######## block 1 ########
block_1/congestion.png
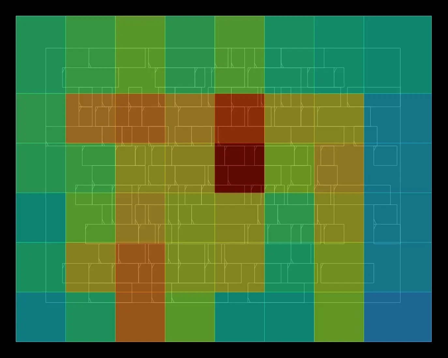

<file path="src/rtl/pattern_tx_pkg.sv">
// rtl/pattern_tx_pkg.sv - shared FSM state type and encodings for pattern_tx
package pattern_tx_pkg;

  typedef logic [1:0] state_t;

  localparam state_t ST_IDLE   = 2'b00;
  localparam state_t ST_SHIFT  = 2'b01;
  localparam state_t ST_PARITY = 2'b10;
  localparam state_t ST_DONE   = 2'b11;

endpackage

</file>
<file path="src/rtl/pattern_tx_shreg.sv">
// rtl/pattern_tx_shreg.sv - loadable rotate-left register with MSB output
module pattern_tx_shreg #(
  parameter int WIDTH = 4
) (
  input  logic             clk,
  input  logic             reset,
  input  logic             load,
  input  logic             shift,
  input  logic [WIDTH-1:0] din,
  output logic             msb
);

  logic [WIDTH-1:0] data_q;
  logic [WIDTH-1:0] data_d;

  always_comb begin
    data_d = data_q;
    if (load) begin
      data_d = din;
    end else if (shift) begin
      data_d = {data_q[WIDTH-2:0], data_q[WIDTH-1]};
    end
  end

  always_ff @(posedge clk) begin
    if (reset) begin
      data_q <= '0;
    end else begin
      data_q <= data_d;
    end
  end

  assign msb = data_q[WIDTH-1];

endmodule

</file>
<file path="src/rtl/pattern_tx.sv">
// rtl/pattern_tx.sv - serial MSB-first pattern transmitter with repeat count
// Optional trailing even-parity bit per repetition: PATTERN_TX_PARITY_EN.
module pattern_tx #(
  parameter int WIDTH = 4,
  parameter int CNT_W = 4
) (
  input  logic             clk,
  input  logic             reset,
  input  logic             start,
  input  logic [WIDTH-1:0] pattern,
  input  logic [CNT_W-1:0] repeat_cnt,
  output logic             output_signal,
  output logic             busy,
  output logic             done
);

  import pattern_tx_pkg::*;

  localparam int IDX_W = $clog2(WIDTH);
  localparam logic [IDX_W-1:0] IDX_LAST = IDX_W'(WIDTH - 1);

  state_t           state_q, state_d;
  logic [CNT_W-1:0] cnt_q, cnt_d;
  logic [IDX_W-1:0] idx_q, idx_d;
  logic             out_q, out_d;
  logic             busy_q, busy_d;
  logic             done_q, done_d;
  logic             load_en;
  logic             shift_en;
  logic             shreg_msb;
  logic             rep_last;
  logic [CNT_W-1:0] cnt_dec;

  // The output flop takes the pattern MSB straight from the input on start,
  // so the register is loaded one rotation ahead and its MSB is always the next bit.
  pattern_tx_shreg #(.WIDTH(WIDTH)) u_shreg (
    .clk   (clk),
    .reset (reset),
    .load  (load_en),
    .shift (shift_en),
    .din   ({pattern[WIDTH-2:0], pattern[WIDTH-1]}),
    .msb   (shreg_msb)
  );

  assign rep_last = (cnt_q == CNT_W'(1));
  assign cnt_dec  = (cnt_q != '0) ? cnt_q - CNT_W'(1) : cnt_q;

`ifdef PATTERN_TX_PARITY_EN
  logic parity_q, parity_d;

  assign parity_d = load_en ? ^pattern : parity_q;

  always_ff @(posedge clk) begin
    if (reset) begin
      parity_q <= 1'b0;
    end else begin
      parity_q <= parity_d;
    end
  end
`endif

  always_comb begin
    state_d  = state_q;
    cnt_d    = cnt_q;
    idx_d    = idx_q;
    out_d    = 1'b0;
    busy_d   = 1'b0;
    done_d   = 1'b0;
    load_en  = 1'b0;
    shift_en = 1'b0;
    case (state_q)
      ST_IDLE: begin
        if (start) begin
          state_d = ST_SHIFT;
          load_en = 1'b1;
          cnt_d   = (repeat_cnt == '0) ? CNT_W'(1) : repeat_cnt;
          idx_d   = '0;
          out_d   = pattern[WIDTH-1];
          busy_d  = 1'b1;
        end
      end
      ST_SHIFT: begin
        busy_d   = 1'b1;
        out_d    = shreg_msb;
        shift_en = 1'b1;
        if (idx_q == IDX_LAST) begin
          idx_d = '0;
`ifdef PATTERN_TX_PARITY_EN
          state_d  = ST_PARITY;
          shift_en = 1'b0;
          out_d    = parity_q;
`else
          cnt_d = cnt_dec;
          if (rep_last) begin
            state_d  = ST_DONE;
            busy_d   = 1'b0;
            out_d    = 1'b0;
            done_d   = 1'b1;
            shift_en = 1'b0;
          end
`endif
        end else begin
          idx_d = idx_q + 1'b1;
        end
      end
`ifdef PATTERN_TX_PARITY_EN
      ST_PARITY: begin
        cnt_d    = cnt_dec;
        busy_d   = 1'b1;
        out_d    = shreg_msb;
        shift_en = 1'b1;
        state_d  = ST_SHIFT;
        if (rep_last) begin
          state_d  = ST_DONE;
          busy_d   = 1'b0;
          out_d    = 1'b0;
          done_d   = 1'b1;
          shift_en = 1'b0;
        end
      end
`endif
      ST_DONE: begin
        state_d = ST_IDLE;
      end
      default: begin
        state_d = ST_IDLE;
      end
    endcase
  end

  always_ff @(posedge clk) begin
    if (reset) begin
      state_q <= ST_IDLE;
      cnt_q   <= '0;
      idx_q   <= '0;
      out_q   <= 1'b0;
      busy_q  <= 1'b0;
      done_q  <= 1'b0;
    end else begin
      state_q <= state_d;
      cnt_q   <= cnt_d;
      idx_q   <= idx_d;
      out_q   <= out_d;
      busy_q  <= busy_d;
      done_q  <= done_d;
    end
  end

  assign output_signal = out_q;
  assign busy          = busy_q;
  assign done          = done_q;

endmodule

</file>
<file path="config.mk">
export PLATFORM = sky130hd
export DESIGN_NAME = pattern_tx
export DESIGN_NICKNAME = d
export VERILOG_FILES = /design/src/rtl/pattern_tx_pkg.sv /design/src/rtl/pattern_tx_shreg.sv /design/src/rtl/pattern_tx.sv
export SDC_FILE = /design/constraint.sdc
export NUM_CORES = 1
export LEC_CHECK = 0
export CORE_ASPECT_RATIO = 0.75
export CORE_MARGIN = 4
export CORE_UTILIZATION = 45
export CTS_CLUSTER_SIZE = 8
export DETAILED_ROUTE_END_ITERATION = 8
export PLACE_DENSITY = 0.72
export SLEW_MARGIN = 20
export SYNTH_ARGS = -nofsm -noshare
export SYNTH_HDL_FRONTEND = slang
export SYNTH_SLANG_ARGS = --single-unit
</file>
<file path="constraint.sdc">
create_clock -name clk -period 1.4 [get_ports clk]
set_input_delay 0.35 -clock clk [delete_from_list [all_inputs] [get_ports clk]]
set_output_delay 0.35 -clock clk [all_outputs]
set_load 0.005 [all_outputs]
</file>
######## block 2 ########
**src/rtl/irq_ctrl_pkg.sv**
```systemverilog
// -----------------------------------------------------------------------------
// irq_ctrl_pkg
// Shared constants and types for the interrupt controller.
//   - register offsets inside the 64-byte bus window
//   - claim/complete ID width, priority width, and the "no source" ID
//   - decoded register selector used by the top level
// Optional feature macro: IRQ_CTRL_PRIORITY_EN (adds THRESHOLD and PRIO regs).
// -----------------------------------------------------------------------------
package irq_ctrl_pkg;

    localparam int ID_W   = 5;  // holds index+1 for up to 31 sources
    localparam int PRIO_W = 3;

    localparam logic [ID_W-1:0] ID_NONE = '0;

    localparam logic [5:0] OFF_PENDING   = 6'h00;
    localparam logic [5:0] OFF_ENABLE    = 6'h04;
    localparam logic [5:0] OFF_CLAIM     = 6'h08;
    localparam logic [5:0] OFF_COMPLETE  = 6'h0C;
    localparam logic [5:0] OFF_THRESHOLD = 6'h10;
    localparam logic [5:0] OFF_PRIO_BASE = 6'h20;

    typedef enum logic [2:0] {
        REG_PENDING,
        REG_ENABLE,
        REG_CLAIM,
        REG_COMPLETE,
        REG_THRESHOLD,
        REG_PRIO,
        REG_NONE
    } reg_sel_e;

endpackage

```
**src/rtl/irq_ctrl_sync.sv**
```systemverilog
// -----------------------------------------------------------------------------
// irq_sync_edge
// Two-flop synchroniser for one asynchronous interrupt line followed by a
// rising-edge detector. rise_o is a one-pclk pulse, two clocks after the
// input is first sampled high.
// Ports:
//   pclk    in   clock
//   presetn in   asynchronous active-low reset
//   irq_i   in   asynchronous interrupt line
//   rise_o  out  single-cycle rising-edge pulse (pclk domain)
// -----------------------------------------------------------------------------
module irq_sync_edge (
    input  logic pclk,
    input  logic presetn,
    input  logic irq_i,
    output logic rise_o
);

    logic meta_q;
    logic sync_q;
    logic prev_q;

    always_ff @(posedge pclk or negedge presetn) begin
        if (!presetn) begin
            meta_q <= 1'b0;
            sync_q <= 1'b0;
            prev_q <= 1'b0;
        end else begin
            // NOTE: non-blocking assignments make each stage take the value
            // its predecessor held before the edge, giving a real shift chain.
            meta_q <= irq_i;
            sync_q <= meta_q;
            prev_q <= sync_q;
        end
    end

    assign rise_o = sync_q & ~prev_q;

endmodule

```
**src/rtl/irq_ctrl.sv**
```systemverilog
// -----------------------------------------------------------------------------
// irq_ctrl
// Interrupt controller behind the machine timer. Source 0 is the timer's
// level interrupt; sources 1..NUM_SRC-1 are asynchronous rising-edge lines.
// Sources are latched into PENDING, masked by ENABLE and IN_SERVICE, and the
// lowest index wins a CLAIM. A registered cpu_irq goes to the core.
// Optional feature macro: IRQ_CTRL_PRIORITY_EN adds THRESHOLD (0x10) and
// PRIO[i] (0x20+4*i) registers; without it those offsets return perr=1.
// Ports:
//   pclk, presetn         clock, asynchronous active-low reset
//   paddr, pdata, pstb    APB-style address, write data, byte strobes
//   psel, penable, pwrite APB-style control
//   prdata, pready, perr  read data, one-cycle completion pulse, error
//   timer_irq             level interrupt from the timer (pclk domain)
//   ext_irq[NUM_SRC-1:1]  asynchronous external lines, bit i drives source i
//   cpu_irq               level interrupt request to the core
// -----------------------------------------------------------------------------
module irq_ctrl
    import irq_ctrl_pkg::*;
#(
    parameter int                    ADDR_WIDTH = 32,
    parameter int                    DATA_WIDTH = 32,
    parameter int                    NUM_SRC    = 8,
    parameter logic [ADDR_WIDTH-1:0] BASE_ADDR  = ADDR_WIDTH'('h1100_8000)
) (
    input  logic                  pclk,
    input  logic                  presetn,
    input  logic [ADDR_WIDTH-1:0] paddr,
    input  logic [DATA_WIDTH-1:0] pdata,
    output logic [DATA_WIDTH-1:0] prdata,
    input  logic                  psel,
    input  logic                  penable,
    input  logic                  pwrite,
    input  logic [3:0]            pstb,
    output logic                  pready,
    output logic                  perr,
    input  logic                  timer_irq,
    input  logic [NUM_SRC-1:1]    ext_irq,
    output logic                  cpu_irq
);

    // ---------------------------------------------------------------- state
    logic                  pready_q;
    logic                  perr_q;
    logic [DATA_WIDTH-1:0] prdata_q;
    logic                  cpu_irq_q;
    logic [NUM_SRC-1:0]    pending_q, pending_d;
    logic [NUM_SRC-1:0]    enable_q, enable_d;
    logic [NUM_SRC-1:0]    in_service_q, in_service_d;
`ifdef IRQ_CTRL_PRIORITY_EN
    logic [PRIO_W-1:0]     threshold_q, threshold_d;
    logic [PRIO_W-1:0]     prio_q [NUM_SRC];
    logic [PRIO_W-1:0]     prio_d [NUM_SRC];
    logic [2:0]            prio_sel;
    logic [PRIO_W-1:0]     best_prio;
    logic [NUM_SRC-1:0]    eligible;
`endif

    // ------------------------------------------------------ external edges
    logic [NUM_SRC-1:1] ext_rise;

    for (genvar s = 1; s < NUM_SRC; s++) begin : g_src
        irq_sync_edge u_sync (
            .pclk    (pclk),
            .presetn (presetn),
            .irq_i   (ext_irq[s]),
            .rise_o  (ext_rise[s])
        );
    end

    // ------------------------------------------------------------- decode
    logic       in_window;
    logic [5:0] off;
    reg_sel_e   reg_sel;
    logic       accept;
    logic       bus_err;
    logic       rd_en;
    logic       wr_en;

    // BASE_ADDR is 64-byte aligned, so the window is a match on the upper bits.
    assign in_window = (paddr[ADDR_WIDTH-1:6] == BASE_ADDR[ADDR_WIDTH-1:6]);
    assign off       = paddr[5:0];

    always_comb begin
        // NOTE: every always_comb output gets a default first so no path
        // leaves it unassigned, which would infer a latch.
        reg_sel = REG_NONE;
`ifdef IRQ_CTRL_PRIORITY_EN
        prio_sel = '0;
`endif
        if (in_window) begin
            case (off)
                OFF_PENDING:   reg_sel = REG_PENDING;
                OFF_ENABLE:    reg_sel = REG_ENABLE;
                OFF_CLAIM:     reg_sel = REG_CLAIM;
                OFF_COMPLETE:  reg_sel = REG_COMPLETE;
`ifdef IRQ_CTRL_PRIORITY_EN
                OFF_THRESHOLD: reg_sel = REG_THRESHOLD;
`endif
                default: begin
`ifdef IRQ_CTRL_PRIORITY_EN
                    // PRIO[i] lives at OFF_PRIO_BASE + 4*i; only slots that
                    // map to a real source decode.
                    if (off[5] && (off[1:0] == 2'b00) && (int'(off[4:2]) < NUM_SRC)) begin
                        reg_sel  = REG_PRIO;
                        prio_sel = off[4:2];
                    end
`endif
                end
            endcase
        end
    end

    // An access is taken once; pready_q blocks a second acceptance while
    // psel/penable are still held high.
    assign accept  = psel & penable & ~pready_q;
    assign bus_err = (reg_sel == REG_NONE);
    assign rd_en   = accept & ~pwrite & ~bus_err;
    assign wr_en   = accept &  pwrite & ~bus_err;

    // ------------------------------------------------------ claim selection
    logic [NUM_SRC-1:0] cand;
    logic               claim_found;
    logic [ID_W-1:0]    claim_idx;
    logic [ID_W-1:0]    claim_id;
    logic [ID_W-1:0]    cmp_id;

`ifdef IRQ_CTRL_PRIORITY_EN
    always_comb begin
        for (int i = 0; i < NUM_SRC; i++) begin
            eligible[i] = (prio_q[i] > threshold_q);
        end
    end
    assign cand = pending_q & enable_q & ~in_service_q & eligible;
`else
    assign cand = pending_q & enable_q & ~in_service_q;
`endif

    // Ascending scan: the first candidate is kept unless a later one has a
    // strictly higher priority, so ties go to the lowest index.
    always_comb begin
        claim_found = 1'b0;
        claim_idx   = '0;
`ifdef IRQ_CTRL_PRIORITY_EN
        best_prio   = '0;
`endif
        for (int i = 0; i < NUM_SRC; i++) begin
`ifdef IRQ_CTRL_PRIORITY_EN
            if (cand[i] && (!claim_found || (prio_q[i] > best_prio))) begin
                best_prio   = prio_q[i];
`else
            if (cand[i] && !claim_found) begin
`endif
                claim_found = 1'b1;
                claim_idx   = ID_W'(i);
            end
        end
    end

    assign claim_id = claim_found ? (claim_idx + ID_W'(1)) : ID_NONE;
    assign cmp_id   = pdata[ID_W-1:0];

    // ------------------------------------------------------------ read mux
    logic [DATA_WIDTH-1:0] rdata;

    always_comb begin
        rdata = '0;
        case (reg_sel)
            REG_PENDING:   rdata = DATA_WIDTH'(pending_q);
            REG_ENABLE:    rdata = DATA_WIDTH'(enable_q);
            REG_CLAIM:     rdata = DATA_WIDTH'(claim_id);
`ifdef IRQ_CTRL_PRIORITY_EN
            REG_THRESHOLD: rdata = DATA_WIDTH'(threshold_q);
            REG_PRIO: begin
                for (int i = 0; i < NUM_SRC; i++) begin
                    if (int'(prio_sel) == i) rdata = DATA_WIDTH'(prio_q[i]);
                end
            end
`endif
            default:       rdata = '0;
        endcase
    end

    // ---------------------------------------------------------- next state
    always_comb begin
        pending_d    = pending_q;
        enable_d     = enable_q;
        in_service_d = in_service_q;
`ifdef IRQ_CTRL_PRIORITY_EN
        threshold_d  = threshold_q;
        prio_d       = prio_q;
`endif

        // The timer is a level source: it stays pending while its line is
        // high, so claiming it only marks it in service.
        if (rd_en && (reg_sel == REG_CLAIM) && claim_found) begin
            for (int i = 0; i < NUM_SRC; i++) begin
                if (claim_idx == ID_W'(i)) begin
                    in_service_d[i] = 1'b1;
                    if (i != 0) pending_d[i] = 1'b0;
                end
            end
        end

        if (wr_en) begin
            case (reg_sel)
                REG_ENABLE: begin
                    for (int i = 0; i < NUM_SRC; i++) begin
                        if (pstb[i/8]) enable_d[i] = pdata[i];
                    end
                end
                REG_COMPLETE: begin
                    // IDs outside 1..NUM_SRC match nothing and are ignored.
                    for (int i = 0; i < NUM_SRC; i++) begin
                        if (cmp_id == ID_W'(i + 1)) in_service_d[i] = 1'b0;
                    end
                end
`ifdef IRQ_CTRL_PRIORITY_EN
                REG_THRESHOLD: begin
                    if (pstb[0]) threshold_d = pdata[PRIO_W-1:0];
                end
                REG_PRIO: begin
                    for (int i = 0; i < NUM_SRC; i++) begin
                        if (pstb[0] && (int'(prio_sel) == i)) prio_d[i] = pdata[PRIO_W-1:0];
                    end
                end
`endif
                default: ;
            endcase
        end

        // Applied after the claim clear so a new edge in the claim cycle wins.
        pending_d[0]           = timer_irq;
        pending_d[NUM_SRC-1:1] = pending_d[NUM_SRC-1:1] | ext_rise;
    end

    // ----------------------------------------------------------- registers
    always_ff @(posedge pclk or negedge presetn) begin
        if (!presetn) begin
            pready_q     <= 1'b0;
            perr_q       <= 1'b0;
            prdata_q     <= '0;
            cpu_irq_q    <= 1'b0;
            pending_q    <= '0;
            enable_q     <= '0;
            in_service_q <= '0;
`ifdef IRQ_CTRL_PRIORITY_EN
            threshold_q  <= '0;
            // NOTE: this array is a handful of control flops, not a RAM, so
            // resetting it costs nothing and gives software a known state.
            prio_q       <= '{default: '0};
`endif
        end else begin
            pready_q     <= accept;
            perr_q       <= accept & bus_err;
            prdata_q     <= rd_en ? rdata : '0;
            cpu_irq_q    <= |cand;
            pending_q    <= pending_d;
            enable_q     <= enable_d;
            in_service_q <= in_service_d;
`ifdef IRQ_CTRL_PRIORITY_EN
            threshold_q  <= threshold_d;
            prio_q       <= prio_d;
`endif
        end
    end

    assign pready  = pready_q;
    assign perr    = perr_q;
    assign prdata  = prdata_q;
    assign cpu_irq = cpu_irq_q;

    // Data and strobe bits beyond the implemented registers are don't-care.
    logic unused_bits;
    assign unused_bits = &{1'b0, pdata, pstb};

endmodule

```
**config.mk**
```make
export PLATFORM = sky130hd
export DESIGN_NAME = irq_ctrl
export DESIGN_NICKNAME = d
export VERILOG_FILES = /design/src/rtl/irq_ctrl_pkg.sv /design/src/rtl/irq_ctrl_sync.sv /design/src/rtl/irq_ctrl.sv
export SDC_FILE = /design/constraint.sdc
export NUM_CORES = 1
export LEC_CHECK = 0
export ABC_CLOCK_PERIOD_IN_PS = 3400
export CAP_MARGIN = 15
export CORE_MARGIN = 2
export CORE_UTILIZATION = 45
export DETAILED_ROUTE_END_ITERATION = 16
export PLACE_DENSITY = 0.86
export SLEW_MARGIN = 10
export SYNTH_ARGS = -nofsm -noshare
export SYNTH_HDL_FRONTEND = slang
export SYNTH_SLANG_ARGS = --single-unit
```
**constraint.sdc**
```tcl
create_clock -name pclk -period 3.4 [get_ports pclk]
set_input_delay 0.68 -clock pclk [delete_from_list [all_inputs] [get_ports pclk]]
set_output_delay 0.68 -clock pclk [all_outputs]
set_load 0.05 [all_outputs]
```
######## block 3 ########
===== src/rtl/instr_fetch_buffer.sv =====
// rtl/instr_fetch_buffer.sv - instruction FIFO feeding IF/ID with stall, flush and PC tagging
// Define IFB_BYPASS_EN to load a word straight into the output register when the FIFO is empty.
module instr_fetch_buffer #(
  parameter int DEPTH = 8,
  parameter int WIDTH = 32
) (
  input  logic                   clk,
  input  logic                   rst_n,
  input  logic                   wr_en,
  input  logic [WIDTH-1:0]       instr_in,
  output logic                   full,
  output logic                   empty,
  output logic [$clog2(DEPTH):0] count,
  output logic                   overflow,
  input  logic                   stall,
  input  logic                   flush,
  input  logic [31:0]            flush_pc,
  output logic [WIDTH-1:0]       instr_out,
  output logic                   instr_valid,
  output logic [31:0]            pc_out
);
  localparam int AW = $clog2(DEPTH);
  localparam logic [AW:0]   DEPTH_C = (AW+1)'(DEPTH);
  localparam logic [AW:0]   CNT_ONE = (AW+1)'(1);
  localparam logic [AW-1:0] PTR_ONE = AW'(1);

  logic [WIDTH-1:0] mem [DEPTH];
  logic [AW-1:0]    wr_ptr;
  logic [AW-1:0]    rd_ptr;
  logic [31:0]      pc_next;
  logic             advance;
  logic             pop;
  logic             push;
  logic             bypass;

  assign full    = (count == DEPTH_C);
  assign empty   = (count == '0);
  assign advance = !stall && !flush;
  assign pop     = advance && !empty;
`ifdef IFB_BYPASS_EN
  assign bypass  = advance && empty && wr_en;
`else
  assign bypass  = 1'b0;
`endif
  // A full FIFO rejects the push even when a pop frees a slot on the same edge.
  assign push    = wr_en && !full && !flush && !bypass;

  always_ff @(posedge clk) begin
    if (push) begin
      mem[wr_ptr] <= instr_in;
    end
  end

  always_ff @(posedge clk or negedge rst_n) begin
    if (!rst_n) begin
      wr_ptr   <= '0;
      rd_ptr   <= '0;
      count    <= '0;
      overflow <= 1'b0;
    end else if (flush) begin
      wr_ptr <= '0;
      rd_ptr <= '0;
      count  <= '0;
    end else begin
      if (wr_en && full) begin
        overflow <= 1'b1;
      end
      if (push) begin
        wr_ptr <= wr_ptr + PTR_ONE;
      end
      if (pop) begin
        rd_ptr <= rd_ptr + PTR_ONE;
      end
      case ({push, pop})
        2'b10:   count <= count + CNT_ONE;
        2'b01:   count <= count - CNT_ONE;
        default: count <= count;
      endcase
    end
  end

  always_ff @(posedge clk or negedge rst_n) begin
    if (!rst_n) begin
      instr_out   <= '0;
      instr_valid <= 1'b0;
      pc_out      <= '0;
      pc_next     <= '0;
    end else if (flush) begin
      instr_out   <= '0;
      instr_valid <= 1'b0;
      pc_next     <= flush_pc;
    end else if (!stall) begin
      if (pop || bypass) begin
        instr_out   <= pop ? mem[rd_ptr] : instr_in;
        instr_valid <= 1'b1;
        pc_out      <= pc_next;
        pc_next     <= pc_next + 32'd4;
      end else begin
        instr_out   <= '0;
        instr_valid <= 1'b0;
      end
    end
  end

endmodule

===== config.mk =====
export PLATFORM = sky130hd
export DESIGN_NAME = instr_fetch_buffer
export DESIGN_NICKNAME = d
export VERILOG_FILES = /design/src/rtl/instr_fetch_buffer.sv
export SDC_FILE = /design/constraint.sdc
export NUM_CORES = 1
export LEC_CHECK = 0
export ABC_AREA = 1
export CORE_MARGIN = 1
export CORE_UTILIZATION = 52
export CTS_CLUSTER_DIAMETER = 80
export DETAILED_ROUTE_END_ITERATION = 16
export PLACE_DENSITY = 0.73
export SETUP_SLACK_MARGIN = 0.05
export SKIP_CTS_REPAIR_TIMING = 1
export SYNTH_ARGS = -nofsm -noshare
export SYNTH_HDL_FRONTEND = slang
export SYNTH_SLANG_ARGS = --single-unit

===== constraint.sdc =====
create_clock -name clk -period 3 [get_ports clk]
set_clock_uncertainty 0.2 [all_clocks]
set_input_delay 0.9 -clock clk [delete_from_list [all_inputs] [get_ports clk]]
set_output_delay 0.9 -clock clk [all_outputs]
set_load 0.02 [all_outputs]

######## block 4 ########
`src/rtl/fft16_pkg.sv`:
```
// Shared constants, FSM state type and helpers for the 16-point FFT sequencer.
package fft16_pkg;

    localparam int unsigned N     = 16;
    localparam int unsigned LOG2N = 4;

    typedef enum logic [2:0] {
        StIdle,
        StLoad,
        StIssue,
        StDrain,
        StUnload
    } state_e;

    // One writeback pipeline slot: butterfly valid plus its two destination addresses.
    typedef struct packed {
        logic             v;
        logic [LOG2N-1:0] a;
        logic [LOG2N-1:0] b;
    } wb_t;

    function automatic logic [LOG2N-1:0] bitrev4(input logic [LOG2N-1:0] v);
        return {v[0], v[1], v[2], v[3]};
    endfunction

endpackage

```
`src/rtl/fft16_seq_ctrl_if.sv`:
```
// Control/handshake bundle between the FFT sequencer and its datapath/environment.
interface fft16_seq_ctrl_if;
    import fft16_pkg::*;

    logic             start;
    logic             busy;
    logic             done;
    logic             in_valid;
    logic             in_ready;
    logic             ld_we;
    logic [LOG2N-1:0] ld_addr;
    logic [LOG2N-1:0] rd_addr_a;
    logic [LOG2N-1:0] rd_addr_b;
    logic             bf_valid;
    logic [2:0]       tw_idx;
    logic             bf_shift;
    logic [1:0]       stage;
    logic             wb_we;
    logic [LOG2N-1:0] wb_addr_a;
    logic [LOG2N-1:0] wb_addr_b;
    logic             out_valid;
    logic             out_ready;
    logic [LOG2N-1:0] out_idx;
    logic [LOG2N-1:0] out_addr;

    modport master (
        input  start, in_valid, out_ready,
        output busy, done, in_ready, ld_we, ld_addr, rd_addr_a, rd_addr_b, bf_valid, tw_idx,
               bf_shift, stage, wb_we, wb_addr_a, wb_addr_b, out_valid, out_idx, out_addr
    );

    modport slave (
        output start, in_valid, out_ready,
        input  busy, done, in_ready, ld_we, ld_addr, rd_addr_a, rd_addr_b, bf_valid, tw_idx,
               bf_shift, stage, wb_we, wb_addr_a, wb_addr_b, out_valid, out_idx, out_addr
    );

endinterface

```
`src/rtl/fft16_addr_gen.sv`:
```
// Radix-2 DIF operand addressing: maps (stage, butterfly k) to the in-place pair and twiddle.
module fft16_addr_gen
    import fft16_pkg::*;
(
    input  logic [1:0]       stage_i,
    input  logic [2:0]       k_i,
    output logic [LOG2N-1:0] a_o,
    output logic [LOG2N-1:0] b_o,
    output logic [2:0]       tw_o
);

    logic [3:0] span;
    logic [3:0] mask;
    logic [3:0] k4;
    logic [3:0] j;
    logic [3:0] tw4;

    // span is a power of two, so k/span and k%span reduce to masking.
    always_comb begin
        span = 4'd8 >> stage_i;
        mask = span - 4'd1;
        k4   = {1'b0, k_i};
        j    = k4 & mask;
        a_o  = ((k4 & ~mask) << 1) | j;
        b_o  = a_o | span;
        tw4  = j << stage_i;
        tw_o = tw4[2:0];
    end

endmodule

```
`src/rtl/fft16_seq_ctrl.sv`:
```
// Sequencer for an in-place 16-point radix-2 DIF FFT around one shared pipelined butterfly.
module fft16_seq_ctrl
    import fft16_pkg::*;
#(
    parameter int unsigned BF_LAT       = 2,
    parameter logic [3:0]  SCALE_STAGES = 4'b1111
) (
    input logic              clk,
    input logic              rst,
    fft16_seq_ctrl_if.master bus
);

    localparam int unsigned DrainW = (BF_LAT > 1) ? $clog2(BF_LAT) : 1;

    state_e            state_q;
    logic [LOG2N-1:0]  ld_cnt_q;
    logic [2:0]        k_q;
    logic [1:0]        stage_q;
    logic [DrainW-1:0] drain_q;
    logic [LOG2N-1:0]  out_n_q;
    logic              busy_q;
    logic              done_q;
    logic              in_ready_q;
    logic              bf_valid_q;
    logic              out_valid_q;
    wb_t               pipe_q [BF_LAT];

    logic [LOG2N-1:0]  ag_a;
    logic [LOG2N-1:0]  ag_b;
    logic [2:0]        ag_tw;

    fft16_addr_gen u_addr_gen (
        .stage_i (stage_q),
        .k_i     (k_q),
        .a_o     (ag_a),
        .b_o     (ag_b),
        .tw_o    (ag_tw)
    );

    always_ff @(posedge clk or posedge rst) begin
        if (rst) begin
            state_q     <= StIdle;
            ld_cnt_q    <= '0;
            k_q         <= '0;
            stage_q     <= '0;
            drain_q     <= '0;
            out_n_q     <= '0;
            busy_q      <= 1'b0;
            done_q      <= 1'b0;
            in_ready_q  <= 1'b0;
            bf_valid_q  <= 1'b0;
            out_valid_q <= 1'b0;
        end else begin
            done_q <= 1'b0;
            unique case (state_q)
                StIdle: begin
                    // A start coinciding with the done pulse is dropped.
                    if (bus.start && !done_q) begin
                        state_q    <= StLoad;
                        busy_q     <= 1'b1;
                        in_ready_q <= 1'b1;
                        ld_cnt_q   <= '0;
                    end
                end
                StLoad: begin
                    if (bus.in_valid) begin
                        ld_cnt_q <= ld_cnt_q + 4'd1;
                        if (ld_cnt_q == 4'(N - 1)) begin
                            state_q    <= StIssue;
                            in_ready_q <= 1'b0;
                            bf_valid_q <= 1'b1;
                            k_q        <= '0;
                            stage_q    <= '0;
                        end
                    end
                end
                StIssue: begin
                    k_q <= k_q + 3'd1;
                    if (k_q == 3'd7) begin
                        state_q    <= StDrain;
                        bf_valid_q <= 1'b0;
                        drain_q    <= '0;
                    end
                end
                StDrain: begin
                    drain_q <= drain_q + 1'b1;
                    if (drain_q == DrainW'(BF_LAT - 1)) begin
                        stage_q <= stage_q + 2'd1;
                        if (stage_q == 2'd3) begin
                            state_q     <= StUnload;
                            out_valid_q <= 1'b1;
                            out_n_q     <= '0;
                        end else begin
                            state_q    <= StIssue;
                            bf_valid_q <= 1'b1;
                        end
                    end
                end
                StUnload: begin
                    if (bus.out_ready) begin
                        out_n_q <= out_n_q + 4'd1;
                        if (out_n_q == 4'(N - 1)) begin
                            state_q     <= StIdle;
                            out_valid_q <= 1'b0;
                            busy_q      <= 1'b0;
                            done_q      <= 1'b1;
                        end
                    end
                end
                default: state_q <= StIdle;
            endcase
        end
    end

    // Free-running writeback delay line; never stalls.
    always_ff @(posedge clk or posedge rst) begin
        if (rst) begin
            for (int i = 0; i < int'(BF_LAT); i++) pipe_q[i] <= '0;
        end else begin
            pipe_q[0] <= '{v: bf_valid_q, a: bus.rd_addr_a, b: bus.rd_addr_b};
            for (int i = 1; i < int'(BF_LAT); i++) pipe_q[i] <= pipe_q[i-1];
        end
    end

    assign bus.busy      = busy_q;
    assign bus.done      = done_q;
    assign bus.in_ready  = in_ready_q;
    assign bus.ld_we     = bus.in_valid & in_ready_q;
    assign bus.ld_addr   = ld_cnt_q;
    assign bus.rd_addr_a = bf_valid_q ? ag_a : '0;
    assign bus.rd_addr_b = bf_valid_q ? ag_b : '0;
    assign bus.tw_idx    = bf_valid_q ? ag_tw : '0;
    assign bus.bf_valid  = bf_valid_q;
    assign bus.bf_shift  = SCALE_STAGES[stage_q];
    assign bus.stage     = stage_q;
    assign bus.wb_we     = pipe_q[BF_LAT-1].v;
    assign bus.wb_addr_a = pipe_q[BF_LAT-1].a;
    assign bus.wb_addr_b = pipe_q[BF_LAT-1].b;
    assign bus.out_valid = out_valid_q;
    assign bus.out_idx   = out_n_q;
    assign bus.out_addr  = bitrev4(out_n_q);

endmodule
```
`src/flat_wrapper.sv`:
```
// flat-port wrapper written by rule: the top's interface ports become plain ports
module fft16_seq_ctrl_flat import fft16_pkg::*;
#(
    parameter int unsigned BF_LAT       = 2,
    parameter logic [3:0]  SCALE_STAGES = 4'b1111
)
  (clk, rst, bus_start, bus_in_valid, bus_out_ready, bus_busy, bus_done, bus_in_ready, bus_ld_we, bus_ld_addr, bus_rd_addr_a, bus_rd_addr_b, bus_bf_valid, bus_tw_idx, bus_bf_shift, bus_stage, bus_wb_we, bus_wb_addr_a, bus_wb_addr_b, bus_out_valid, bus_out_idx, bus_out_addr);
  fft16_seq_ctrl_if bus_i ();
  input logic clk;
  input logic rst;
  input wire logic [$bits(bus_i.start)-1:0] bus_start;
  input wire logic [$bits(bus_i.in_valid)-1:0] bus_in_valid;
  input wire logic [$bits(bus_i.out_ready)-1:0] bus_out_ready;
  output wire logic [$bits(bus_i.busy)-1:0] bus_busy;
  output wire logic [$bits(bus_i.done)-1:0] bus_done;
  output wire logic [$bits(bus_i.in_ready)-1:0] bus_in_ready;
  output wire logic [$bits(bus_i.ld_we)-1:0] bus_ld_we;
  output wire logic [$bits(bus_i.ld_addr)-1:0] bus_ld_addr;
  output wire logic [$bits(bus_i.rd_addr_a)-1:0] bus_rd_addr_a;
  output wire logic [$bits(bus_i.rd_addr_b)-1:0] bus_rd_addr_b;
  output wire logic [$bits(bus_i.bf_valid)-1:0] bus_bf_valid;
  output wire logic [$bits(bus_i.tw_idx)-1:0] bus_tw_idx;
  output wire logic [$bits(bus_i.bf_shift)-1:0] bus_bf_shift;
  output wire logic [$bits(bus_i.stage)-1:0] bus_stage;
  output wire logic [$bits(bus_i.wb_we)-1:0] bus_wb_we;
  output wire logic [$bits(bus_i.wb_addr_a)-1:0] bus_wb_addr_a;
  output wire logic [$bits(bus_i.wb_addr_b)-1:0] bus_wb_addr_b;
  output wire logic [$bits(bus_i.out_valid)-1:0] bus_out_valid;
  output wire logic [$bits(bus_i.out_idx)-1:0] bus_out_idx;
  output wire logic [$bits(bus_i.out_addr)-1:0] bus_out_addr;
  assign bus_i.start = bus_start;
  assign bus_i.in_valid = bus_in_valid;
  assign bus_i.out_ready = bus_out_ready;
  assign bus_busy = bus_i.busy;
  assign bus_done = bus_i.done;
  assign bus_in_ready = bus_i.in_ready;
  assign bus_ld_we = bus_i.ld_we;
  assign bus_ld_addr = bus_i.ld_addr;
  assign bus_rd_addr_a = bus_i.rd_addr_a;
  assign bus_rd_addr_b = bus_i.rd_addr_b;
  assign bus_bf_valid = bus_i.bf_valid;
  assign bus_tw_idx = bus_i.tw_idx;
  assign bus_bf_shift = bus_i.bf_shift;
  assign bus_stage = bus_i.stage;
  assign bus_wb_we = bus_i.wb_we;
  assign bus_wb_addr_a = bus_i.wb_addr_a;
  assign bus_wb_addr_b = bus_i.wb_addr_b;
  assign bus_out_valid = bus_i.out_valid;
  assign bus_out_idx = bus_i.out_idx;
  assign bus_out_addr = bus_i.out_addr;
  fft16_seq_ctrl #(.BF_LAT(BF_LAT), .SCALE_STAGES(SCALE_STAGES)) u_core (.clk(clk), .rst(rst), .bus(bus_i));
endmodule
```
`config.mk`:
```
export PLATFORM = sky130hd
export DESIGN_NAME = fft16_seq_ctrl_flat
export DESIGN_NICKNAME = d
export VERILOG_FILES = /design/src/rtl/fft16_pkg.sv /design/src/rtl/fft16_seq_ctrl_if.sv /design/src/rtl/fft16_addr_gen.sv /design/src/rtl/fft16_seq_ctrl.sv /design/src/flat_wrapper.sv
export SDC_FILE = /design/constraint.sdc
export NUM_CORES = 1
export LEC_CHECK = 0
export CORE_MARGIN = 3
export CORE_UTILIZATION = 49
export DETAILED_ROUTE_END_ITERATION = 8
export GPL_TIMING_DRIVEN = 0
export HOLD_SLACK_MARGIN = 0.06
export PLACE_DENSITY = 0.79
export SYNTH_ARGS = -nofsm -noshare
export SYNTH_HDL_FRONTEND = slang
export SYNTH_SLANG_ARGS = --single-unit
export TNS_END_PERCENT = 100
```
`constraint.sdc`:
```
create_clock -name clk -period 2.1 [get_ports clk]
set_input_delay 0.21 -clock clk [delete_from_list [all_inputs] [get_ports clk]]
set_output_delay 0.21 -clock clk [all_outputs]
set_load 0.01 [all_outputs]
```

==> notes/layouts.md <==
Pictures saved along the way, in no particular order.

Routing congestion.
(a)
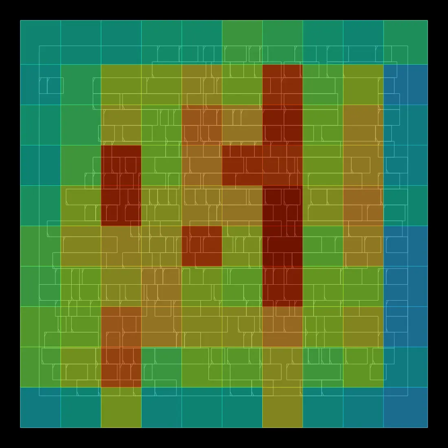
(b)
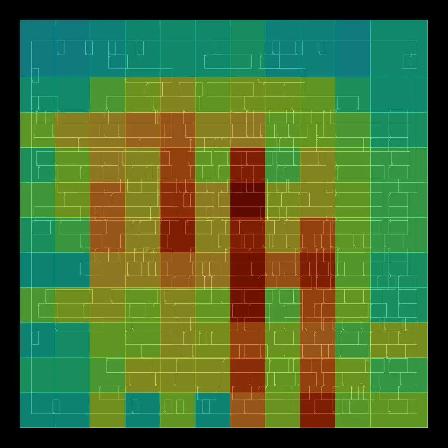
(c)
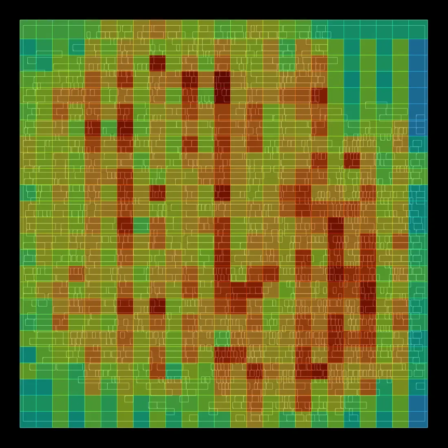
Block 3 is (c).
Block 4 is (a).
Block 2 is (b).
The one with the highest track usage is (c).
The one with the most wire per cell is (c).

block_2/sizes.png
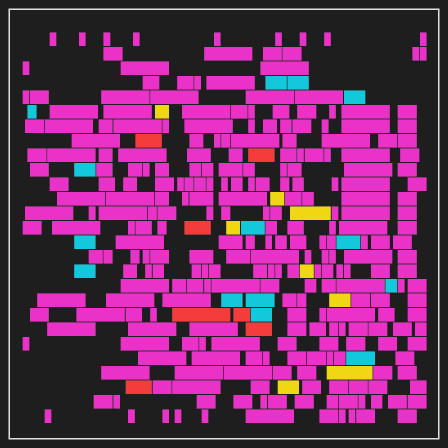
[magenta] _0 and _1 cells | cells: 271 | share: 90% | most used: clkdlybuf4s50_1
[cyan] _2 cells | cells: 14 | share: 4.7% | most used: mux2_2
[red] _6 and larger | cells: 7 | share: 2.3% | most used: clkbuf_8
[yellow] _3 and _4 cells | cells: 8 | share: 2.7% | most used: buf_4

==> impl_metrics.yaml, block 2 <==
# physical design summary
final_timing:
  slew_violations: 0
  setup_viol: 0
  fin_crit_ns: 2.624
floorplan:
  die_w_um: 80.29
pwr:
  p_clk_share_pct: 33.5
synthesis:
  ys_sh_aoi_pct: 8.361
  synthCells: 228
cts:
  path_clk_slew_ns: 0.09
  cts.path.max_buffers: 2
  cts-root-buf: "clkbuf_8"
  clk_latency_ns: 0.31
  post_cts_buffers: 0
global_route:
  first_global_vias: 1867
routing:
  drt-met1-wl_um: 2155
  wl_per_cell_um: 14.43
  vias_per_cell: 5.097
layout:
  seqAreaFraction_pct: 41.45
  flop-count: 56
  buf_share_pct: 19.69
  lay_top_cells: "63 x clkdlybuf4s50_1, 56 x dfrtp_1, 24 x conb_1, 19 x inv_1, 15 x nor2_1"
  layout_top_cell: "clkdlybuf4s50_1"
min_path:
  min_path_type: "register to register"
place:
  numPortBuffers: 64
critical_path:
  required_ns: 3.60
outcome:
  status: "completed"
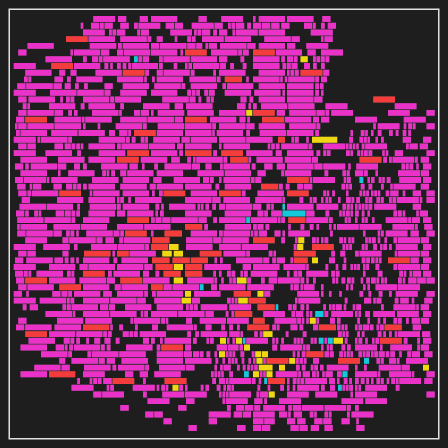
block_3/sizes.png
[magenta] _0 and _1 cells | cells: 1395 | share: 92% | most used: edfxtp_1
[cyan] _2 cells | cells: 16 | share: 1.1% | most used: clkinv_2
[yellow] _3 and _4 cells | cells: 34 | share: 2.2% | most used: buf_4
[red] _6 and larger | cells: 72 | share: 4.7% | most used: clkbuf_16

==> impl_metrics.yaml, block 3 <==
# physical design summary
synthesis:
  ys_types: 37
  largest_area_cell: "edfxtp_1"
  fa_ha_area_share_pct: 0.4082
  ys_sh_aoi_pct: 11.10
  simple_gate_share_pct: 10.96
  synth_area_mm2: 0.01533
  mux_share_pct: 4.180
  ys_cells: 1337
  synthTopCellsByCount: "256 x edfxtp_1, 191 x nand2_1, 132 x inv_1, 132 x o21ai_0, 108 x dfrtp_1"
layout:
  fin_cells: 1901
  n_all_buffers: 182
  design_area_mm2: 0.01885
  top_register: "mem"
  buf_share_pct: 10.65
  syn2layout_area_growth_pct: 23.01
  fillers: 2178
  nonClockInverterCount: 136
  layout_top_cell: "edfxtp_1"
pwr:
  p_int_mw: 10.62
  peakVddDrop_mv: 0.6707
  comb_power_share_pct: 27.6
  top_power_group: "sequential cells"
  leakage_nw: 7.268
cts:
  htree_levels: 2
  cts-root-buf: "clkbuf_16"
job:
  cap_violations: 0
routing:
  wl_per_cell_um: 18.73
  drt-met1-wl_um: 14880
  ant_nets: 0
  vias_per_cell: 5.589
final_timing:
  fin_crit_ns: 2.718
  fmax_mhz: 368.0
floorplan:
  rows: 62
  fp_util_pct: 53.11
  tap_cells: 384
critical_path:
  worstPathMaxFanout: 6
outcome:
  status: "completed"
global_route:
  met1_usage_pct: 31.44
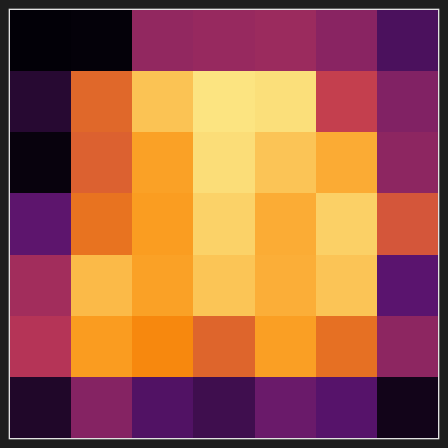
block_4/cell_density.png
The die is cut into 7 by 7 equal tiles; black is low, pale yellow is high, 0 to 100% covered.
nearly empty tiles: 4.1%
mean over tiles: 54%
emptiest ninth of the die: top left
fullest tile: 94%
fp util: 52.62%
Util after Layout: 70.67%
placeable core area: 0.003771 mm2

==> impl_metrics.yaml, block 4 <==
# physical design summary
outcome:
  status: "completed"
synthesis:
  largest_area_cell: "dfrtp_1"
  synth.area.top_cells: "dfrtp_1 50%, ha_1 6.3%, buf_4 6.1%"
  yosysChipArea_mm2: 0.001984
  syn_area_per_cell_um2: 10.50
  synth.most_common_cell: "dfrtp_1"
  synthCells: 189
place:
  dp_hpwl_um: 2796
  numPortBuffers: 44
floorplan:
  die_area_mm2: 0.004850
  tap_cells: 48
routing:
  ant_nets: 0
  vias_per_cell: 5.180
  vias: 1523
cts:
  cts_buffers: 5
  hold_buffers: 0
  clock_sinks: 40
  path_clk_slew_ns: 0.07
global_route:
  grt_pass1_wl_um: 6803
  overflow: 0
  grt_max_degree: 41
critical_path:
  cp-end-kind: "primary output"
  required_ns: 1.89
  worstPathMaxFanout: 6
pwr:
  powerSeq_mw: 1.19
  p_int_mw: 2.070
final_timing:
  slew_headroom_pct: 47.11
  fin_ws_ns: 0.1383
  fmax_mhz: 509.8
  setup_viol: 0
layout:
  top_register: "u_core.pipe_q"
  layout.nets: 260
job:
  warnings: 31
block_1/cell_density.png
The die is cut into 12 by 9 equal tiles; black is low, pale yellow is high, 0 to 100% covered.
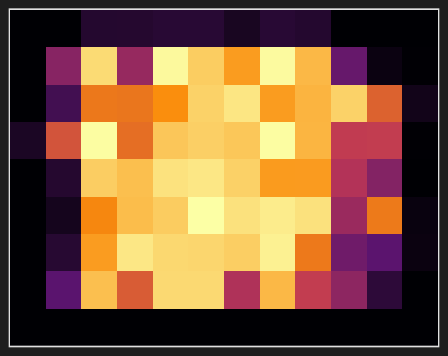
tiles over 75% full: 38%
mean over tiles: 46%
emptiest ninth of the die: bottom right
densest ninth of the die: middle

block_1/sizes.png
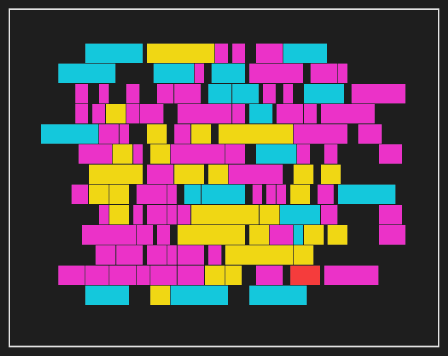
[magenta] _0 and _1 cells | cells: 71 | share: 60%
[cyan] _2 cells | cells: 19 | share: 16% | most used: dfxtp_2
[red] _6 and larger | cells: 1 | share: 0.85% | most used: buf_6
[yellow] _3 and _4 cells | cells: 27 | share: 23% | most used: buf_4
fin area: 0.001227 mm2
P&R area growth vs syn: 47.30%
PnR worst setup slack: 0.01925 ns
Non-clk bufs: 30

About block_1/congestion.png:
routed len/inst: 14.59 um
all-layer global routing usage: 17.25%
GR Util met1: 23.02%
met3 usage: 6.000%
GRT busiest layer: met2

==> impl_metrics.yaml, block 1 <==
# physical design summary
synthesis:
  synthCells: 89
  synthArstFlopShare_pct: 0
  fa_ha_area_share_pct: 6.006
  ys_sh_aoi_pct: 19.07
  ys_cells: 89
job:
  warnings: 30
routing:
  vias: 765
  drt-total-wl_um: 2042
  met3WireLength_um: 79
  first_iter_violations: 10
  drt-met1-wl_um: 1036
critical_path:
  critical_path_buf_inv_count: 3
  path_common_cell: "buf_4"
global_route:
  antenna_found_initial: 0
pwr:
  comb_power_share_pct: 26.5
final_timing:
  period_used_pct: 98.63
  tightest_slew_ns: 0.3102
layout:
  n_antenna_cell: 0
min_path:
  hold_path_depth: 2
outcome:
  status: "completed"

######## block 5 ########
`config.mk`:
```
export PLATFORM = sky130hd
export DESIGN_NAME = bcd_digit_encoder
export DESIGN_NICKNAME = d
export VERILOG_FILES = /design/src/rtl/bcd_digit_encoder.sv
export SDC_FILE = /design/constraint.sdc
export NUM_CORES = 1
export LEC_CHECK = 0
export CORE_MARGIN = 1
export CORE_UTILIZATION = 57
export CTS_CLUSTER_DIAMETER = 80
export DETAILED_ROUTE_END_ITERATION = 8
export PLACE_DENSITY = 0.84
export SYNTH_ARGS = -nofsm -noshare
export SYNTH_HDL_FRONTEND = slang
export SYNTH_SLANG_ARGS = --single-unit
```
`constraint.sdc`:
```
create_clock -name clk -period 2.8 [get_ports clk]
set_input_delay 0.56 -clock clk [delete_from_list [all_inputs] [get_ports clk]]
set_output_delay 0.56 -clock clk [all_outputs]
set_load 0.01 [all_outputs]
```
`src/rtl/bcd_digit_encoder.sv`:
```
// bcd_digit_encoder: sequential double-dabble binary-to-BCD converter, one bit per clock, saturating to all nines.
// Define BCD_LEADING_ZERO_BLANK_EN to drive the leading-zero blank mask; otherwise o_blank is tied to 0.
module bcd_digit_encoder #(
    parameter int WIDTH  = 8,
    parameter int DIGITS = 3
) (
    input  logic                  clk,
    input  logic                  reset_n,
    input  logic                  i_start,
    input  logic [WIDTH-1:0]      i_value,
    output logic                  o_busy,
    output logic                  o_valid,
    output logic [4*DIGITS-1:0]   o_digits,
    output logic                  o_ovf,
    output logic [DIGITS-1:0]     o_blank
);
    function automatic logic [31:0] max_val(input int d);
        logic [31:0] m;
        m = 32'd1;
        for (int i = 0; i < d; i++) m = m * 32'd10;
        return m - 32'd1;
    endfunction

    localparam int          SW   = 4 * DIGITS;
    localparam int          CW   = $clog2(WIDTH + 1);
    localparam logic [31:0] MAXV = max_val(DIGITS);

    typedef enum logic [1:0] {IDLE, CONV, DONE} state_t;

    state_t              r_state, w_state_nxt;
    logic [WIDTH-1:0]    r_shift, w_shift_sh;
    logic [SW-1:0]       r_scratch, w_adj, w_scratch_sh, w_result, r_digits;
    logic [CW-1:0]       r_count;
    logic                r_ovf_pend, r_ovf, w_ovf;
    logic [DIGITS-1:0]   r_blank, w_blank;

    assign w_ovf = 32'(i_value) > MAXV;

    always_comb begin
        w_adj = r_scratch;
        for (int d = 0; d < DIGITS; d++)
            w_adj[4*d +: 4] = (r_scratch[4*d +: 4] >= 4'd5) ? r_scratch[4*d +: 4] + 4'd3 : r_scratch[4*d +: 4];
    end

    assign w_scratch_sh = {w_adj[SW-2:0], r_shift[WIDTH-1]};
    assign w_shift_sh   = {r_shift[WIDTH-2:0], 1'b0};
    assign w_result     = r_ovf_pend ? {DIGITS{4'h9}} : w_scratch_sh;

`ifdef BCD_LEADING_ZERO_BLANK_EN
    logic w_run;
    // Walk down from the most significant digit; digit 0 is never blanked.
    always_comb begin
        w_run   = 1'b1;
        w_blank = '0;
        for (int i = DIGITS - 1; i >= 1; i--) begin
            w_run      = w_run & (w_result[4*i +: 4] == 4'd0);
            w_blank[i] = w_run & ~r_ovf_pend;
        end
    end
`else
    assign w_blank = '0;
`endif

    always_comb begin
        w_state_nxt = r_state;
        w_state_nxt = (r_state == IDLE && i_start)            ? CONV :
                      (r_state == CONV && r_count == CW'(1))  ? DONE :
                      (r_state == DONE)                       ? IDLE : r_state;
    end

    // Results are captured on the final shift so they are already stable during DONE.
    always_ff @(posedge clk or negedge reset_n) begin
        if (!reset_n) begin
            r_state    <= IDLE;
            r_shift    <= '0;
            r_scratch  <= '0;
            r_count    <= '0;
            r_ovf_pend <= 1'b0;
            r_digits   <= '0;
            r_ovf      <= 1'b0;
            r_blank    <= '0;
        end else begin
            r_state <= w_state_nxt;
            if (r_state == IDLE && i_start) begin
                r_shift    <= i_value;
                r_scratch  <= '0;
                r_count    <= CW'(WIDTH);
                r_ovf_pend <= w_ovf;
            end else if (r_state == CONV) begin
                r_shift   <= w_shift_sh;
                r_scratch <= w_scratch_sh;
                r_count   <= r_count - CW'(1);
                if (r_count == CW'(1)) begin
                    r_digits <= w_result;
                    r_ovf    <= r_ovf_pend;
                    r_blank  <= w_blank;
                end
            end
        end
    end

    assign o_busy   = r_state == CONV;
    assign o_valid  = r_state == DONE;
    assign o_digits = r_digits;
    assign o_ovf    = r_ovf;
    assign o_blank  = r_blank;
endmodule
```
block_5/cell_density.png
The die is cut into 12 by 12 equal tiles; black is low, pale yellow is high, 0 to 100% covered.
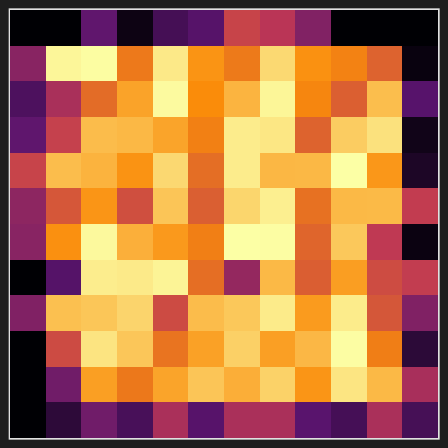
nearly empty tiles: 6.2%
densest ninth of the die: middle
mean over tiles: 62%
fullest tile: 100%
tiles over 75% full: 48%
fp util: 61.02%
placeable core area: 0.003078 mm2
Util after Layout: 72.97%

block_5/placement_by_type.png
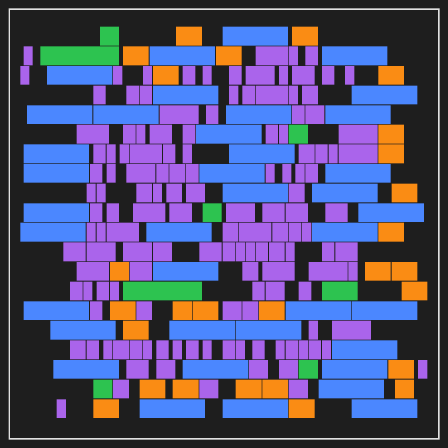
[blue] sequential cells | cells: 38
[orange] remaining buffers and delay cells | cells: 27
[purple] combinational and other logic | cells: 137
[green] clock drivers and dummy loads | cells: 8

==> impl_metrics.yaml <==
# physical design summary
layout:
  largest_class: "flip-flops and latches"
  clk_share_pct: 4.958
  n_all_buffers: 27
  n_antenna_cell: 0
critical_path:
  startpoint: "r_state[1]"
  timing.rr.start: "r_state[1]"
  required_ns: 2.24
  ff2ff_path_depth: 5
  cp-start-kind: "register"
  path_common_cell: "inv_4"
synthesis:
  synth_area_mm2: 0.001878
  synth.area.top_cells: "dfrtp_1 51%, o21ai_0 8.3%, nand2_1 5.8%"
  synth.most_common_cell: "dfrtp_1"
  yosysWarnings: 0
  xor_share_pct: 1.399
global_route:
  grt_max_degree: 39
  grt.busiest_layer: "met2"
  first_global_vias: 1436
place:
  numPortBuffers: 24
  post_dp_cell_area_mm2: 0.002135
  dpl_worst_slack_ns: 0.8108
floorplan:
  tap_cells: 44
  ios: 29
  die_w_um: 59.40
  die_y_um: 59.40
  rows: 20
cts:
  cts_tree: "yes"
  clock_sinks: 38
  cts-resized-gates: 0
  cts.path.max_buffers: 2
  hold_buffers: 0
  clk_latency_ns: 0.37
routing:
  drt-total-wl_um: 3645
final_timing:
  finalSetupTns_ns: 0
  setup_viol: 0
  rsz0062_at_grt: "false"
  fin_crit_ns: 2.382
  skew_ns: 0.02062
pwr:
  p_clk_mw: 0.489
  p_sw_share_pct: 37.65
outcome:
  status: "completed"
min_path:
  hold_path_depth: 2
block_5/flops_by_reg.png
Other sequential cells in the stronger gray, the rest of the logic in the fainter gray.
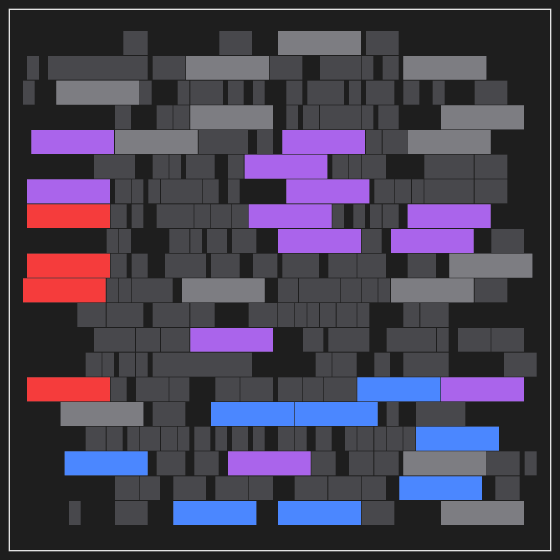
[purple] r_scratch | sequential cells: 12
[blue] r_shift | sequential cells: 8
[red] r_count | sequential cells: 4 | where: left middle



==> gallery <==
Cells colored by class.
picture 1
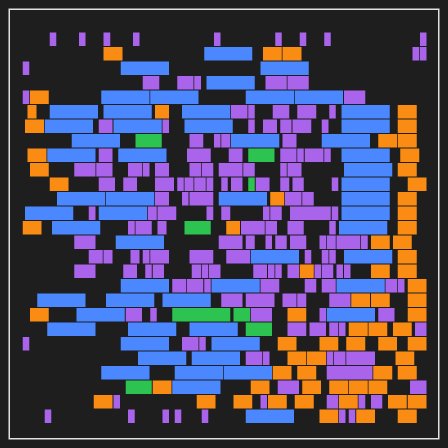
picture 2
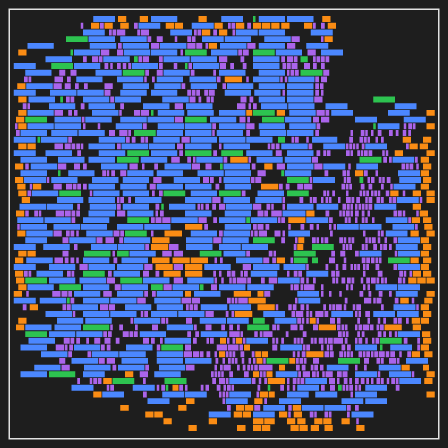
picture 3
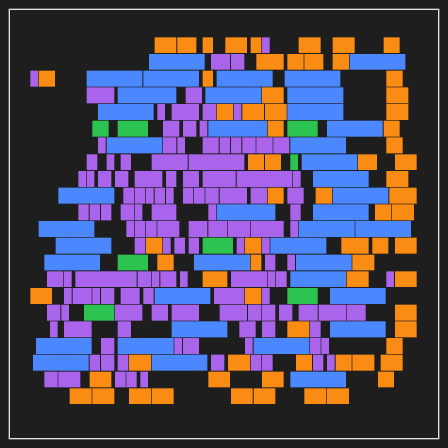
picture 4
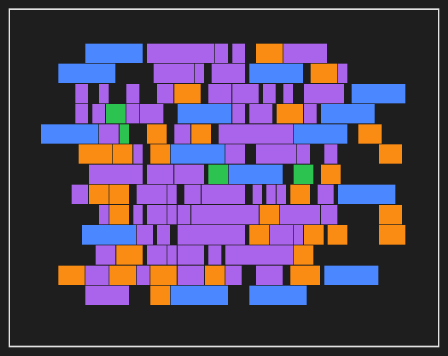
Picture 1 comes from block 2.
Picture 2 comes from block 3.
Picture 3 comes from block 4.
Picture 4 comes from block 1.
Of these, fewest sequential cells: picture 4
Of these, fewest cells: picture 4

Key to picture 1:
[green] clock drivers and dummy loads | cells: 8
[blue] sequential cells | cells: 56
[purple] combinational and other logic | cells: 168
[orange] remaining buffers and delay cells | cells: 68

Power is estimated from default activity; no workload was simulated.
